==================== design 1
==> src/rtl/ser_tx_pkg.sv <==
`default_nettype none
// ============================================================================
//  Module   : ser_tx_pkg
//  Brief    : Shared constants and FSM encoding for the serial dataset link
//             (used by both the transmitter and the receiver side).
//  Revision : 1.0 - initial release
// ============================================================================
package ser_tx_pkg;

    localparam int LENGTH       = 16;   // bits per word
    localparam int ADDR_WIDTH   = 12;   // point index width
    localparam int MAX_FEATURES = 15;   // highest legal feat value
    localparam int FEAT_W       = 4;    // word index width
    localparam int BIT_W        = $clog2(LENGTH);
    localparam int STATE_W      = 3;

    typedef logic [STATE_W-1:0] state_t;

    localparam state_t ST_IDLE  = 3'd0;
    localparam state_t ST_FETCH = 3'd1;
    localparam state_t ST_LOAD  = 3'd2;
    localparam state_t ST_SHIFT = 3'd3;
    localparam state_t ST_DONE  = 3'd4;

endpackage
`default_nettype wire

==> src/rtl/ser_piso.sv <==
`default_nettype none
// ============================================================================
//  Module   : ser_piso
//  Brief    : LENGTH-bit parallel-load shift register, LSB out, with a
//             next-word buffer so consecutive words stream without a gap.
//  Revision : 1.0 - initial release
// ============================================================================
module ser_piso
    import ser_tx_pkg::*;
(
    input  logic              clk,
    input  logic              rst_n,
    input  logic              i_load,      // shift reg <= i_data
    input  logic              i_cap_next,  // next-word buffer <= i_data
    input  logic              i_swap,      // shift reg <= next-word buffer
    input  logic              i_shift,     // shift right one bit
    input  logic [LENGTH-1:0] i_data,
    output logic              o_bit
);

    logic [LENGTH-1:0] r_shift;
    logic [LENGTH-1:0] r_next;

    // Shift register with load/swap taking priority over a plain shift
    always_ff @(posedge clk or negedge rst_n) begin
        if (!rst_n) begin
            r_shift <= '0;
        end else if (i_load) begin
            r_shift <= i_data;
        end else if (i_swap) begin
            r_shift <= r_next;
        end else if (i_shift) begin
            r_shift <= {1'b0, r_shift[LENGTH-1:1]};
        end
    end

    // Next-word buffer filled by the prefetch read while the current word shifts
    always_ff @(posedge clk or negedge rst_n) begin
        if (!rst_n) begin
            r_next <= '0;
        end else if (i_cap_next) begin
            r_next <= i_data;
        end
    end

    assign o_bit = r_shift[0];

endmodule
`default_nettype wire

==> src/rtl/ser_tx.sv <==
`default_nettype none
// ============================================================================
//  Module   : ser_tx
//  Brief    : Serial frame transmitter. Streams (data_points+1) points of
//             (feat+1) words each, highest word first within a point, LSB
//             first, one bit per clock, with no gap between words.
//  Revision : 1.0 - initial release
// ============================================================================
module ser_tx
    import ser_tx_pkg::*;
(
    input  logic                  CLK,
    input  logic                  RST_N,
    input  logic                  start,
    input  logic [FEAT_W-1:0]     feat,
    input  logic [ADDR_WIDTH-1:0] data_points,
    output logic [ADDR_WIDTH-1:0] rd_pt,
    output logic [FEAT_W-1:0]     rd_feat,
    input  logic [LENGTH-1:0]     rd_data,
    output logic                  S,
    output logic                  S_valid,
    output logic                  busy,
    output logic                  done_
);

    // Bit-counter milestones inside one word:
    //   c_bit_pf   : edge where the next address is registered (counter -> LENGTH-3)
    //   c_bit_cap  : edge where the read data lands in the next-word buffer
    //   c_bit_last : edge where the next word moves into the shift register
    localparam logic [BIT_W-1:0] c_bit_pf   = BIT_W'(LENGTH - 4);
    localparam logic [BIT_W-1:0] c_bit_cap  = BIT_W'(LENGTH - 2);
    localparam logic [BIT_W-1:0] c_bit_last = BIT_W'(LENGTH - 1);

    state_t                r_state;
    state_t                w_state_nxt;
    logic [FEAT_W-1:0]     r_feat_lat;
    logic [ADDR_WIDTH-1:0] r_dp_lat;
    logic [BIT_W-1:0]      r_bit;
    logic                  r_is_last;   // word currently shifting is the final one

    logic w_accept;
    logic w_in_shift;
    logic w_bit_end;
    logic w_prefetch;
    logic w_on_last;
    logic w_piso_bit;

    assign w_accept   = (r_state == ST_IDLE) && start;
    assign w_in_shift = (r_state == ST_SHIFT);
    assign w_bit_end  = w_in_shift && (r_bit == c_bit_last);
    assign w_prefetch = w_in_shift && (r_bit == c_bit_pf);
    // Compared before any increment so the top point index never overflows
    assign w_on_last  = (rd_pt == r_dp_lat) && (rd_feat == '0);

    // State register
    always_ff @(posedge CLK or negedge RST_N) begin
        if (!RST_N) begin
            r_state <= ST_IDLE;
        end else begin
            r_state <= w_state_nxt;
        end
    end

    // Next-state logic
    always_comb begin
        w_state_nxt = r_state;
        case (r_state)
            ST_IDLE:  if (start) w_state_nxt = ST_FETCH;
            ST_FETCH: w_state_nxt = ST_LOAD;
            ST_LOAD:  w_state_nxt = ST_SHIFT;
            ST_SHIFT: if (w_bit_end && r_is_last) w_state_nxt = ST_DONE;
            ST_DONE:  w_state_nxt = ST_IDLE;
            default:  w_state_nxt = ST_IDLE;
        endcase
    end

    // Outputs decoded from state; S is forced low outside a frame bit
    always_comb begin
        S       = 1'b0;
        S_valid = 1'b0;
        busy    = 1'b0;
        done_   = 1'b0;
        case (r_state)
            ST_FETCH, ST_LOAD: busy = 1'b1;
            ST_SHIFT: begin
                S       = w_piso_bit;
                S_valid = 1'b1;
                busy    = 1'b1;
            end
            ST_DONE:  done_ = 1'b1;
            default:  ;
        endcase
    end

    // Frame parameters latch, bit counter and read-address walk (point up, word down)
    always_ff @(posedge CLK or negedge RST_N) begin
        if (!RST_N) begin
            rd_pt      <= '0;
            rd_feat    <= '0;
            r_feat_lat <= '0;
            r_dp_lat   <= '0;
            r_bit      <= '0;
            r_is_last  <= 1'b0;
        end else if (w_accept) begin
            rd_pt      <= '0;
            rd_feat    <= feat;
            r_feat_lat <= feat;
            r_dp_lat   <= data_points;
            r_bit      <= '0;
            r_is_last  <= 1'b0;
        end else if (r_state == ST_LOAD) begin
            r_bit <= '0;
        end else if (w_in_shift) begin
            r_bit <= w_bit_end ? '0 : r_bit + BIT_W'(1);
            if (w_prefetch) begin
                if (w_on_last) begin
                    r_is_last <= 1'b1;
                end else if (rd_feat != '0) begin
                    rd_feat <= rd_feat - FEAT_W'(1);
                end else begin
                    rd_feat <= r_feat_lat;
                    rd_pt   <= rd_pt + ADDR_WIDTH'(1);
                end
            end
        end
    end

    ser_piso u_piso (
        .clk        (CLK),
        .rst_n      (RST_N),
        .i_load     (r_state == ST_LOAD),
        .i_cap_next (w_in_shift && (r_bit == c_bit_cap) && !r_is_last),
        .i_swap     (w_bit_end && !r_is_last),
        .i_shift    (w_in_shift),
        .i_data     (rd_data),
        .o_bit      (w_piso_bit)
    );

endmodule
`default_nettype wire

==> config.mk <==
export PLATFORM = sky130hd
export DESIGN_NAME = ser_tx
export DESIGN_NICKNAME = d
export VERILOG_FILES = /design/src/rtl/ser_tx_pkg.sv /design/src/rtl/ser_piso.sv /design/src/rtl/ser_tx.sv
export SDC_FILE = /design/constraint.sdc
export NUM_CORES = 1
export LEC_CHECK = 0
export ABC_AREA = 1
export CAP_MARGIN = 20
export CORE_MARGIN = 2
export CORE_UTILIZATION = 41
export CTS_CLUSTER_SIZE = 25
export DETAILED_ROUTE_END_ITERATION = 6
export PLACE_DENSITY = 0.63
export SLEW_MARGIN = 25
export SYNTH_ARGS = -nofsm -noshare
export SYNTH_HDL_FRONTEND = slang
export SYNTH_HIERARCHICAL = 1
export SYNTH_SLANG_ARGS = --single-unit
==> constraint.sdc <==
create_clock -name CLK -period 2.6 [get_ports CLK]
set_clock_uncertainty 0.2 [all_clocks]
set_input_delay 0.26 -clock CLK [delete_from_list [all_inputs] [get_ports CLK]]
set_output_delay 0.26 -clock CLK [all_outputs]
set_load 0.01 [all_outputs]
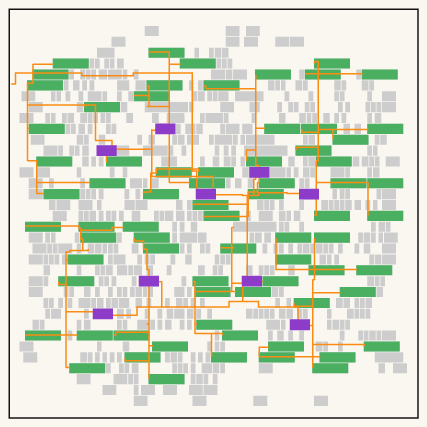
Design 1: clock network drawn from the DEF
Drawn at 4 px/um.
[clock drivers] purple | count: 9
[flip-flops] green | count: 72
[clock wires] orange | length: 948 um
flops lie	spread over the die

==> design notes <==
The run finished with clean final reports. The transition time of the tightest slew-check pin is 0.444 ns. Setup slack on the critical path of the routed design comes to 0.307 ns. The layout report lists the clock-cell share of area as 4.82%. TritonCTS built the clock tree. Per the slew report, the remaining headroom to the max-slew limit stands at 70.4%. The floorplan-stage core utilization is 42.4%. OpenSTA, run right after detailed placement, puts the worst setup slack at 0.407 ns.

At the worst endpoint, the arrival time is 1.83 ns. Setup repair after global routing left no endpoint under its margin. The most critical hold endpoint after final layout shows a slack of 0.247 ns. The area fraction in mux cells came out at 0%. At the end of the flow the core is filled with cells to 52.3%. Per the synthesis report, the XOR/XNOR share of the synthesized area is 1.12%.

Combined buffer and inverter count along the critical path: 4. The number of maximum-capacitance violations recorded for the run is 0. The run gives 0.00924 mm2 as the placeable core region. For the maximum VDD drop, the log shows 444 uV. The power in combinational cells was 1.92 mW; the number of H-tree levels was 3. The iteration count recorded for the first detailed-route pass is 4.

In this run, the synthesized area fraction spent on AND-OR/OR-AND gates is recorded as 5.71%. During tapcell insertion the tool placed 129 well taps. The worst hold path belongs to the class input pin to asynchronous set/reset pin. Pin placement for this block handled 55 I/O pins.

The net switching power figure is 1.85 mW. The script extracted a total leakage power of 2.40 nW. For this design, the sink count on the clock tree is 72.

The run gives 45.9% for the top-area cell type share of the netlist area. The highest layer touched by signal routing is met4. The routed layout has 3450 vias. The via count of the first global-routing pass was 3593. Data on the critical path is required at its endpoint by 2.14 ns. In the final layout, excluding clock inverters the inverter count is 59. The worst path in the final design needs a cycle of 2.29 ns, including I/O delays and setup. The tools report the startpoint class of the critical path as a flip-flop.

In the final layout, the multi-input gates occupy 0.00178 mm2. The share of power burned in combinational logic was 40.4%. On met3, the global router reports a usage of 5.04%.

The first global-routing pass estimated 15.7 mm of wire. Among logic cells in the layout, the one with the most instances is sky130_fd_sc_hd__nand2_1.
cells in the mapped netlist, drive strengths merged:
library cell,instances
o21ai,39
or2,1
xor2,1
nor3,4
dfrtp,72
xnor2,4
nand4,4
a21oi,5
nand3b,2
nor3b,3
nor2,32
clkbuf,5
nand2,227
inv,59
ha,5
nand3,62
buf,15
stage by stage:
step | total power, mW | area, um2 | cells
4_1_cts | 4.80 | 4830 | 728
3_3_place_gp | 3.69 | 4590 | 712
5_1_grt | 5.17 | 4830 | 728
6_report | 4.75 | 4830 | 728
2_1_floorplan | 3.10 | 3920 | 540
3_5_place_dp | 3.73 | 4590 | 712
path summary, 6_finish.rpt:
check                                     startpoint                             to  cells past startpoint
max in group asynchronous                      RST_N        r_dp_lat[0]$_DFFE_PN0N_                      3
min in group CLK                     data_points[10]       r_dp_lat[10]$_DFFE_PN0N_                      3
min reg2reg                r_feat_lat[0]$_DFFE_PN0N_      r_feat_lat[0]$_DFFE_PN0N_                      2
max reg2reg                     r_bit[1]$_DFFE_PN0P_  u_piso/r_shift[0]$_DFFE_PN0P_                     10
min                                            RST_N  u_piso/r_next[13]$_DFFE_PN0P_                      3
max                           r_state[2]$_DFFE_PN0P_                        S_valid                      5

==================== design 2
===== config.mk =====
export PLATFORM = sky130hd
export DESIGN_NAME = pipe_hazard_ctrl_flat
export DESIGN_NICKNAME = d
export VERILOG_FILES = /design/src/rtl/pipe_hazard_ctrl_pkg.sv /design/src/rtl/pipe_hazard_ctrl_if.sv /design/src/rtl/pipe_hazard_ctrl_fwd_match.sv /design/src/rtl/pipe_hazard_ctrl.sv /design/src/flat_wrapper.sv
export SDC_FILE = /design/constraint.sdc
export NUM_CORES = 1
export LEC_CHECK = 0
export CAP_MARGIN = 20
export CELL_PAD_IN_SITES_DETAIL_PLACEMENT = 0
export CELL_PAD_IN_SITES_GLOBAL_PLACEMENT = 1
export CORE_UTILIZATION = 41
export DETAILED_ROUTE_END_ITERATION = 12
export HOLD_SLACK_MARGIN = 0.02
export PLACE_DENSITY = 0.86
export RECOVER_POWER = 100
export SLEW_MARGIN = 0
export SYNTH_ARGS = -nofsm -noshare
export SYNTH_HDL_FRONTEND = slang
export SYNTH_HIERARCHICAL = 1
export SYNTH_SLANG_ARGS = --single-unit

===== constraint.sdc =====
create_clock -name clk -period 5.1 [get_ports clk]
set_clock_uncertainty 0.15 [all_clocks]
set_input_delay 0.765 -clock clk [delete_from_list [all_inputs] [get_ports clk]]
set_output_delay 0.765 -clock clk [all_outputs]
set_load 0.01 [all_outputs]

===== src/rtl/pipe_hazard_ctrl_pkg.sv =====
// Shared types and constants for the pipeline hazard/forwarding controller.
package pipe_hazard_ctrl_pkg;

  localparam int ADDR_LINE_REG = 5;
  localparam int D_SIZE        = 32;

  // One in-flight writer tracked by the scoreboard
  typedef struct packed {
    logic                     v;
    logic [ADDR_LINE_REG-1:0] rd;
    logic                     wr;
    logic                     ld;
  } sb_entry_t;

  typedef enum logic [1:0] {
    PS_IDLE  = 2'd0,
    PS_RUN   = 2'd1,
    PS_DRAIN = 2'd2,
    PS_DONE  = 2'd3
  } pipe_state_e;

  // Plain-vector state codes so the state register stays a simple logic vector
  localparam logic [1:0] ST_IDLE  = PS_IDLE;
  localparam logic [1:0] ST_RUN   = PS_RUN;
  localparam logic [1:0] ST_DRAIN = PS_DRAIN;
  localparam logic [1:0] ST_DONE  = PS_DONE;

  // Forwarding select encodings: 0 reads the register file, k+1 takes entry k
  localparam int FSEL_REGFILE    = 0;
  localparam int FSEL_ENTRY_BASE = 1;

endpackage


===== src/rtl/pipe_hazard_ctrl_if.sv =====
// Decode/control bus between the core pipeline and the hazard controller.
interface pipe_hazard_ctrl_if #(
  parameter int NUM_STAGES = 3
);
  import pipe_hazard_ctrl_pkg::*;

  localparam int FSEL_W = $clog2(NUM_STAGES + 1);

  logic                     valid;
  logic                     opr_finished;
  logic                     id_valid;
  logic [ADDR_LINE_REG-1:0] id_rs_addr;
  logic [ADDR_LINE_REG-1:0] id_rt_addr;
  logic                     id_uses_rs;
  logic                     id_uses_rt;
  logic [ADDR_LINE_REG-1:0] id_rd_addr;
  logic                     id_reg_write;
  logic                     id_mem_read;
  logic                     ex_branch_taken;

  logic                     stall;
  logic                     bubble;
  logic                     flush_if_id;
  logic [FSEL_W-1:0]        fwd_sel_rs;
  logic [FSEL_W-1:0]        fwd_sel_rt;
  logic [FSEL_W-1:0]        inflight_cnt;
  logic                     done;

  // Pipeline side: drives decode information, consumes control
  modport master (
    output valid, opr_finished, id_valid, id_rs_addr, id_rt_addr,
           id_uses_rs, id_uses_rt, id_rd_addr, id_reg_write, id_mem_read,
           ex_branch_taken,
    input  stall, bubble, flush_if_id, fwd_sel_rs, fwd_sel_rt,
           inflight_cnt, done
  );

  // Controller side
  modport slave (
    input  valid, opr_finished, id_valid, id_rs_addr, id_rt_addr,
           id_uses_rs, id_uses_rt, id_rd_addr, id_reg_write, id_mem_read,
           ex_branch_taken,
    output stall, bubble, flush_if_id, fwd_sel_rs, fwd_sel_rt,
           inflight_cnt, done
  );

endinterface


===== src/rtl/pipe_hazard_ctrl_fwd_match.sv =====
// Priority match of one decode source register against the writer scoreboard.
module pipe_hazard_ctrl_fwd_match
  import pipe_hazard_ctrl_pkg::*;
#(
  parameter int NUM_STAGES = 3,
  parameter int LOAD_LAT   = 1,
  parameter int FSEL_W     = $clog2(NUM_STAGES + 1)
) (
  input  sb_entry_t                i_sb [NUM_STAGES],
  input  logic [ADDR_LINE_REG-1:0] i_src,
  input  logic                     i_uses,
  output logic                     o_hit,
  output logic [FSEL_W-1:0]        o_idx,
  output logic                     o_loadBlock
);

  // Walk oldest to youngest so the lowest-index (youngest) writer wins
  always_comb begin
    o_hit       = 1'b0;
    o_idx       = '0;
    o_loadBlock = 1'b0;
    for (int k = NUM_STAGES - 1; k >= 0; k--) begin
      if (i_uses && (i_src != '0) && i_sb[k].v && i_sb[k].wr && (i_sb[k].rd == i_src)) begin
        o_hit       = 1'b1;
        o_idx       = FSEL_W'(k);
        o_loadBlock = i_sb[k].ld && (k < LOAD_LAT);
      end
    end
  end

endmodule


===== src/rtl/pipe_hazard_ctrl.sv =====
// Pipeline control: writer scoreboard, forwarding selects, load-use stall,
// branch flush and the idle/run/drain/done program sequencer.
module pipe_hazard_ctrl
  import pipe_hazard_ctrl_pkg::*;
#(
  parameter int NUM_STAGES = 3,
  parameter int LOAD_LAT   = 1
) (
  input  logic             clk,
  input  logic             reset,
  pipe_hazard_ctrl_if.slave bus
);

  localparam int FSEL_W = $clog2(NUM_STAGES + 1);

  sb_entry_t         r_sb      [NUM_STAGES];
  sb_entry_t         w_sbNext  [NUM_STAGES];
  logic [FSEL_W-1:0] r_inflightCnt;
  logic [FSEL_W-1:0] w_cntNext;
  logic [1:0]        r_state;
  logic [1:0]        w_stateNext;

  logic              w_rsHit;
  logic [FSEL_W-1:0] w_rsIdx;
  logic              w_rsBlock;
  logic              w_rtHit;
  logic [FSEL_W-1:0] w_rtIdx;
  logic              w_rtBlock;

  logic              w_run;
  logic              w_loadStall;
  logic              w_branch;
  logic              w_stall;
  logic              w_issue;

  pipe_hazard_ctrl_fwd_match #(
    .NUM_STAGES(NUM_STAGES),
    .LOAD_LAT  (LOAD_LAT),
    .FSEL_W    (FSEL_W)
  ) u_matchRs (
    .i_sb       (r_sb),
    .i_src      (bus.id_rs_addr),
    .i_uses     (bus.id_uses_rs),
    .o_hit      (w_rsHit),
    .o_idx      (w_rsIdx),
    .o_loadBlock(w_rsBlock)
  );

  pipe_hazard_ctrl_fwd_match #(
    .NUM_STAGES(NUM_STAGES),
    .LOAD_LAT  (LOAD_LAT),
    .FSEL_W    (FSEL_W)
  ) u_matchRt (
    .i_sb       (r_sb),
    .i_src      (bus.id_rt_addr),
    .i_uses     (bus.id_uses_rt),
    .o_hit      (w_rtHit),
    .o_idx      (w_rtIdx),
    .o_loadBlock(w_rtBlock)
  );

  // A taken branch beats a load-use stall so fetch can move to the target
  assign w_run       = (r_state == ST_RUN);
  assign w_loadStall = w_run && (w_rsBlock || w_rtBlock);
  assign w_branch    = w_run && bus.ex_branch_taken;
  assign w_stall     = !w_run || (w_loadStall && !w_branch);
  assign w_issue     = w_run && bus.id_valid && !w_stall && !bus.ex_branch_taken;

  assign bus.stall        = w_stall;
  assign bus.bubble       = (r_state == ST_DRAIN) || w_loadStall || w_branch;
  assign bus.flush_if_id  = w_branch;
  assign bus.fwd_sel_rs   = (w_rsHit && !w_rsBlock) ? FSEL_W'(FSEL_ENTRY_BASE) + w_rsIdx
                                                    : FSEL_W'(FSEL_REGFILE);
  assign bus.fwd_sel_rt   = (w_rtHit && !w_rtBlock) ? FSEL_W'(FSEL_ENTRY_BASE) + w_rtIdx
                                                    : FSEL_W'(FSEL_REGFILE);
  assign bus.inflight_cnt = r_inflightCnt;
  assign bus.done         = (r_state == ST_DONE);

  // Next scoreboard: shift toward WB, insert the issued instruction or a bubble
  always_comb begin
    w_sbNext[0] = '0;
    if (w_issue) begin
      w_sbNext[0].v  = 1'b1;
      w_sbNext[0].rd = bus.id_rd_addr;
      w_sbNext[0].wr = bus.id_reg_write;
      w_sbNext[0].ld = bus.id_mem_read;
    end
    for (int i = 1; i < NUM_STAGES; i++) begin
      w_sbNext[i] = r_sb[i-1];
    end
  end

  // Population count of the valid bits the scoreboard is about to hold
  always_comb begin
    w_cntNext = '0;
    for (int i = 0; i < NUM_STAGES; i++) begin
      w_cntNext = w_cntNext + FSEL_W'(w_sbNext[i].v);
    end
  end

  // Scoreboard and in-flight count registers
  always_ff @(posedge clk or negedge reset) begin
    if (!reset) begin
      for (int i = 0; i < NUM_STAGES; i++) begin
        r_sb[i] <= '0;
      end
      r_inflightCnt <= '0;
    end else begin
      for (int i = 0; i < NUM_STAGES; i++) begin
        r_sb[i] <= w_sbNext[i];
      end
      r_inflightCnt <= w_cntNext;
    end
  end

  // Program sequencing: end-of-program wins over a fresh start while running
  always_comb begin
    w_stateNext = r_state;
    case (r_state)
      ST_IDLE:  if (bus.valid)             w_stateNext = ST_RUN;
      ST_RUN:   if (bus.opr_finished)      w_stateNext = ST_DRAIN;
      ST_DRAIN: if (r_inflightCnt == '0)   w_stateNext = ST_DONE;
      ST_DONE:  if (bus.valid)             w_stateNext = ST_RUN;
      default:                             w_stateNext = ST_IDLE;
    endcase
  end

  // State register
  always_ff @(posedge clk or negedge reset) begin
    if (!reset) begin
      r_state <= ST_IDLE;
    end else begin
      r_state <= w_stateNext;
    end
  end

endmodule


===== src/flat_wrapper.sv =====
// flat-port wrapper written by rule: the top's interface ports become plain ports
module pipe_hazard_ctrl_flat import pipe_hazard_ctrl_pkg::*;
#(
  parameter int NUM_STAGES = 3,
  parameter int LOAD_LAT   = 1
)
  (clk, reset, bus_valid, bus_opr_finished, bus_id_valid, bus_id_rs_addr, bus_id_rt_addr, bus_id_uses_rs, bus_id_uses_rt, bus_id_rd_addr, bus_id_reg_write, bus_id_mem_read, bus_ex_branch_taken, bus_stall, bus_bubble, bus_flush_if_id, bus_fwd_sel_rs, bus_fwd_sel_rt, bus_inflight_cnt, bus_done);
  pipe_hazard_ctrl_if #(.NUM_STAGES(NUM_STAGES)) bus_i ();
  input  logic clk;
  input  logic reset;
  input wire logic [$bits(bus_i.valid)-1:0] bus_valid;
  input wire logic [$bits(bus_i.opr_finished)-1:0] bus_opr_finished;
  input wire logic [$bits(bus_i.id_valid)-1:0] bus_id_valid;
  input wire logic [$bits(bus_i.id_rs_addr)-1:0] bus_id_rs_addr;
  input wire logic [$bits(bus_i.id_rt_addr)-1:0] bus_id_rt_addr;
  input wire logic [$bits(bus_i.id_uses_rs)-1:0] bus_id_uses_rs;
  input wire logic [$bits(bus_i.id_uses_rt)-1:0] bus_id_uses_rt;
  input wire logic [$bits(bus_i.id_rd_addr)-1:0] bus_id_rd_addr;
  input wire logic [$bits(bus_i.id_reg_write)-1:0] bus_id_reg_write;
  input wire logic [$bits(bus_i.id_mem_read)-1:0] bus_id_mem_read;
  input wire logic [$bits(bus_i.ex_branch_taken)-1:0] bus_ex_branch_taken;
  output wire logic [$bits(bus_i.stall)-1:0] bus_stall;
  output wire logic [$bits(bus_i.bubble)-1:0] bus_bubble;
  output wire logic [$bits(bus_i.flush_if_id)-1:0] bus_flush_if_id;
  output wire logic [$bits(bus_i.fwd_sel_rs)-1:0] bus_fwd_sel_rs;
  output wire logic [$bits(bus_i.fwd_sel_rt)-1:0] bus_fwd_sel_rt;
  output wire logic [$bits(bus_i.inflight_cnt)-1:0] bus_inflight_cnt;
  output wire logic [$bits(bus_i.done)-1:0] bus_done;
  assign bus_i.valid = bus_valid;
  assign bus_i.opr_finished = bus_opr_finished;
  assign bus_i.id_valid = bus_id_valid;
  assign bus_i.id_rs_addr = bus_id_rs_addr;
  assign bus_i.id_rt_addr = bus_id_rt_addr;
  assign bus_i.id_uses_rs = bus_id_uses_rs;
  assign bus_i.id_uses_rt = bus_id_uses_rt;
  assign bus_i.id_rd_addr = bus_id_rd_addr;
  assign bus_i.id_reg_write = bus_id_reg_write;
  assign bus_i.id_mem_read = bus_id_mem_read;
  assign bus_i.ex_branch_taken = bus_ex_branch_taken;
  assign bus_stall = bus_i.stall;
  assign bus_bubble = bus_i.bubble;
  assign bus_flush_if_id = bus_i.flush_if_id;
  assign bus_fwd_sel_rs = bus_i.fwd_sel_rs;
  assign bus_fwd_sel_rt = bus_i.fwd_sel_rt;
  assign bus_inflight_cnt = bus_i.inflight_cnt;
  assign bus_done = bus_i.done;
  pipe_hazard_ctrl #(.NUM_STAGES(NUM_STAGES), .LOAD_LAT(LOAD_LAT)) u_core (.clk(clk), .reset(reset), .bus(bus_i));
endmodule

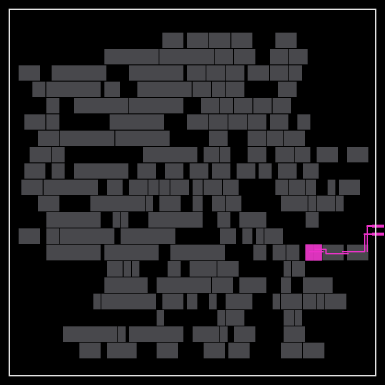
Design 2: I/O nets highlighted
Drawn at 6 px/um.
port	colour	bits	direction	edge	end cells	buffers	wire
`bus_fwd_sel_rt`	magenta	2	output	east	2	2	21.2 um

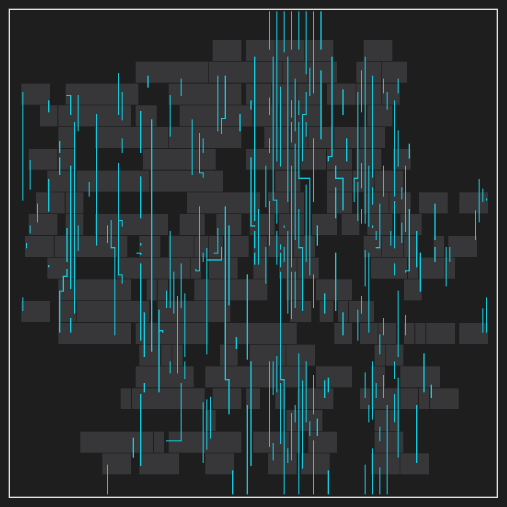
Design 2: metal 2
Drawn at 8 px/um.
longest straight run	28.9 um
main direction	vertical
wire length on this layer	1210 um
nets with wire on the layer	168
Routed WL: 2.59 mm
met2 Track Usage GR: 25.0%
vias: 991

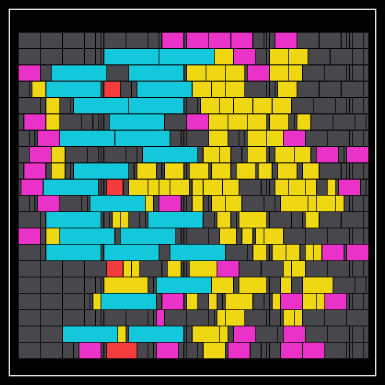
Design 2: placement by cell class
Drawn at 6 px/um. Fill, decap, tap and diode cells in grey.
class	colour	cells	share of their area
flops	cyan	26	37%
combinational and other logic	yellow	103	42%
clock drivers and dummy loads	red	4	2.0%
other buffers and delay cells	magenta	35	19%
final core utilization: 57.6%
number of standard-cell rows in the floorplan: 20
final standard cell area without fillers: 0.00183 mm2

==> design notes <==
The via count of the first global-routing pass was 973. Per the cell usage report, the commonest logic cells after layout are 30 x sky130_fd_sc_hd__xnor2_1, 26 x sky130_fd_sc_hd__dfrtp_1, 23 x sky130_fd_sc_hd__clkdlybuf4s50_1. Across the placement rows, the number of tap cells is 44. The critical path in the final layout is reported with a setup slack of 0.794 ns. Per the detail_route log, the uppermost layer with routed signals is met4.

The tools report the total area of sequential cells as 651 um2. The flow ran to the end, and the final reports show no timing, DRC or antenna violations. CTS added clock buffers totalling 3. The run gives 0 for the diode insertion count for antenna repair. The clock tree cell share of total cell area came out at 1.98%. The tools report the met3 usage in global routing as 1.28%. The global placement routability congestion came out at 0.811. The flop share of the area works out to 35.6%. Class of the tightest hold or removal check: flip-flop to flip-flop. The logs give 2.21 mm for the post-detailed-placement half-perimeter wirelength and 2.16 ns for the worst setup slack for register-to-register paths. Power spread over the standard cell area amounts to 282 mW/mm2.

The insertion delay of the later-clocked pin in the worst-skew pair was 0.31 ns; the global-route wire length before repair was 4.25 mm. The worst setup path category is input pin to output pin. The cell count after synthesis came out at 129.

For this run the aggregate overflow at the end of global routing stands at 0. With the number of multi-input combinational cells at 94, the detailed-route DRC error count is 0. The report shows a maximum critical-path fanout of 4. The chip occupies 0.00370 mm2. The number of OpenROAD warnings was 29. The leading cell type in the layout, fill and taps excluded was sky130_fd_sc_hd__xnor2_1. The tools report the number of antenna violations at the first check in global routing as 0. The cell sitting at the root of the clock tree is a sky130_fd_sc_hd__clkbuf_4. The count of nets left with antenna violations once routing finished came out at 0. Non-clock buffers make up 18.8% of the layout cell area. The tools report the fraction of power consumed by sequential logic as 47.7%.

Counting plain and timing-repair buffers in the layout gives 35. After detailed routing, the number of vias per cell comes to 4.67. The ratio of final minimum period to clock period was 84.4%. Endpoint with the worst hold slack: u_core/r_sb[1]$_DFF_PN0_. The largest power group is registers. Endpoints failing hold in the final report were tallied at 0. In this run, power in combinational logic comes to 173 uW. After detailed routing, the wire length on met1 is 1.27 mm. TritonCTS built the clock tree. The kind of capture point of the worst setup path is an output pin.

On the worst setup and hold paths after CTS, the clock-pin slew comes to 0.13 ns. The tools report the number of endpoints failing setup at the final stage as 0. The worst hold path passes through 0 cells.

The number of non-clock inverters in the layout came out at 9. The worst setup path is launched from an input pin. The highest clock rate this design can be run at is 0.232 GHz.

The post-layout net count came out at 199. The mapped netlist covers 0.00142 mm2. The die is 60.8 um wide. Per the layout report, the design carries 4 clock buffers.

The run gives 28.9% for the area added between synthesis and finish. The pre-CTS setup check shows a worst slack of 0.971 ns. The startpoint identified for the worst register-to-register timing path is u_core/r_sb[22]$_DFF_PN0_. The Yosys step of the flow raised 6 warnings.

The share of the core area taken by cells at floorplan is 44.6%. The maximum buffer depth of the clock tree was 2; the mean area per synthesized cell was 11.0 um2. The number of sequential cells reported for the layout is 26. Cell internal power was estimated by the tool at 362 uW. The violation tally recorded at the end of detailed-routing iteration 0 is 14. The total sequential power was 246 uW; the relative slew slack was 22.8%.
## flip-flops by register name, indices dropped and copies added, names as in the netlist
signal                   flops
u_core/bus.inflight_cnt      2
u_core/r_sb                 22
u_core/r_state               2
## worst max-delay path by stage
stage | endpoint | cells after the start | startpoint | slack, ns
after global placement | bus_stall | 8 | bus_id_rt_addr[0] | 0.98
after global routing | u_core/bus.inflight_cnt[0]$_DFF_PN0_ | 9 | bus_id_rt_addr[1] | 0.56
after floorplan | bus_fwd_sel_rt[1] | 6 | bus_id_rt_addr[1] | 2.11
after detailed placement | bus_stall | 8 | bus_id_rs_addr[2] | 0.97
final | bus_fwd_sel_rt[1] | 8 | bus_id_rt_addr[1] | 0.79
after CTS | bus_stall | 8 | bus_id_rs_addr[2] | 0.97
## worst max-delay path: stages
cell and delay, ns:
sky130_fd_sc_hd__dlygate4sd3_1 0.61, sky130_fd_sc_hd__or4_1 0.52, sky130_fd_sc_hd__o21ai_0 0.28, sky130_fd_sc_hd__nor4_1 0.15, sky130_fd_sc_hd__and2_1 0.20, sky130_fd_sc_hd__nand2b_1 0.15
sky130_fd_sc_hd__nor2_1 0.09, sky130_fd_sc_hd__dlygate4sd3_1 0.60


==> gallery <==
Clock routing.
panel A
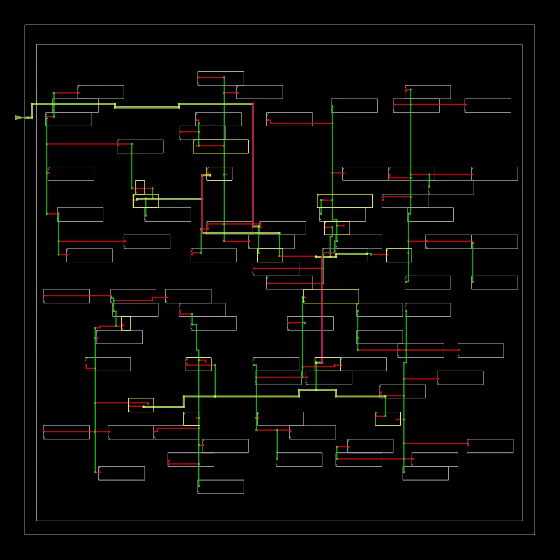
panel B
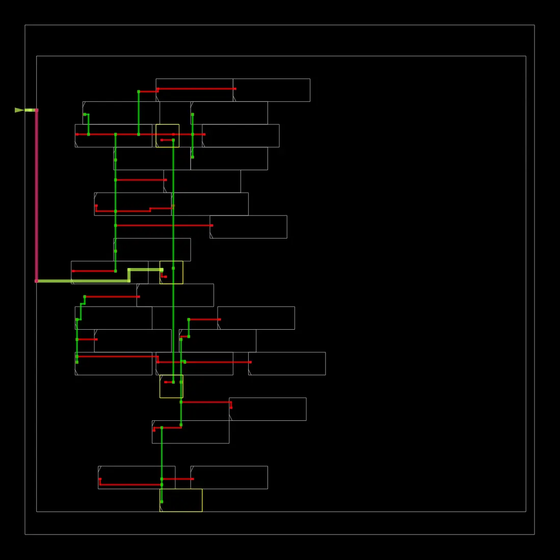
design 1 -> panel A
design 2 -> panel B

Power figures rest on the tool's default switching activity, not on a simulated workload.
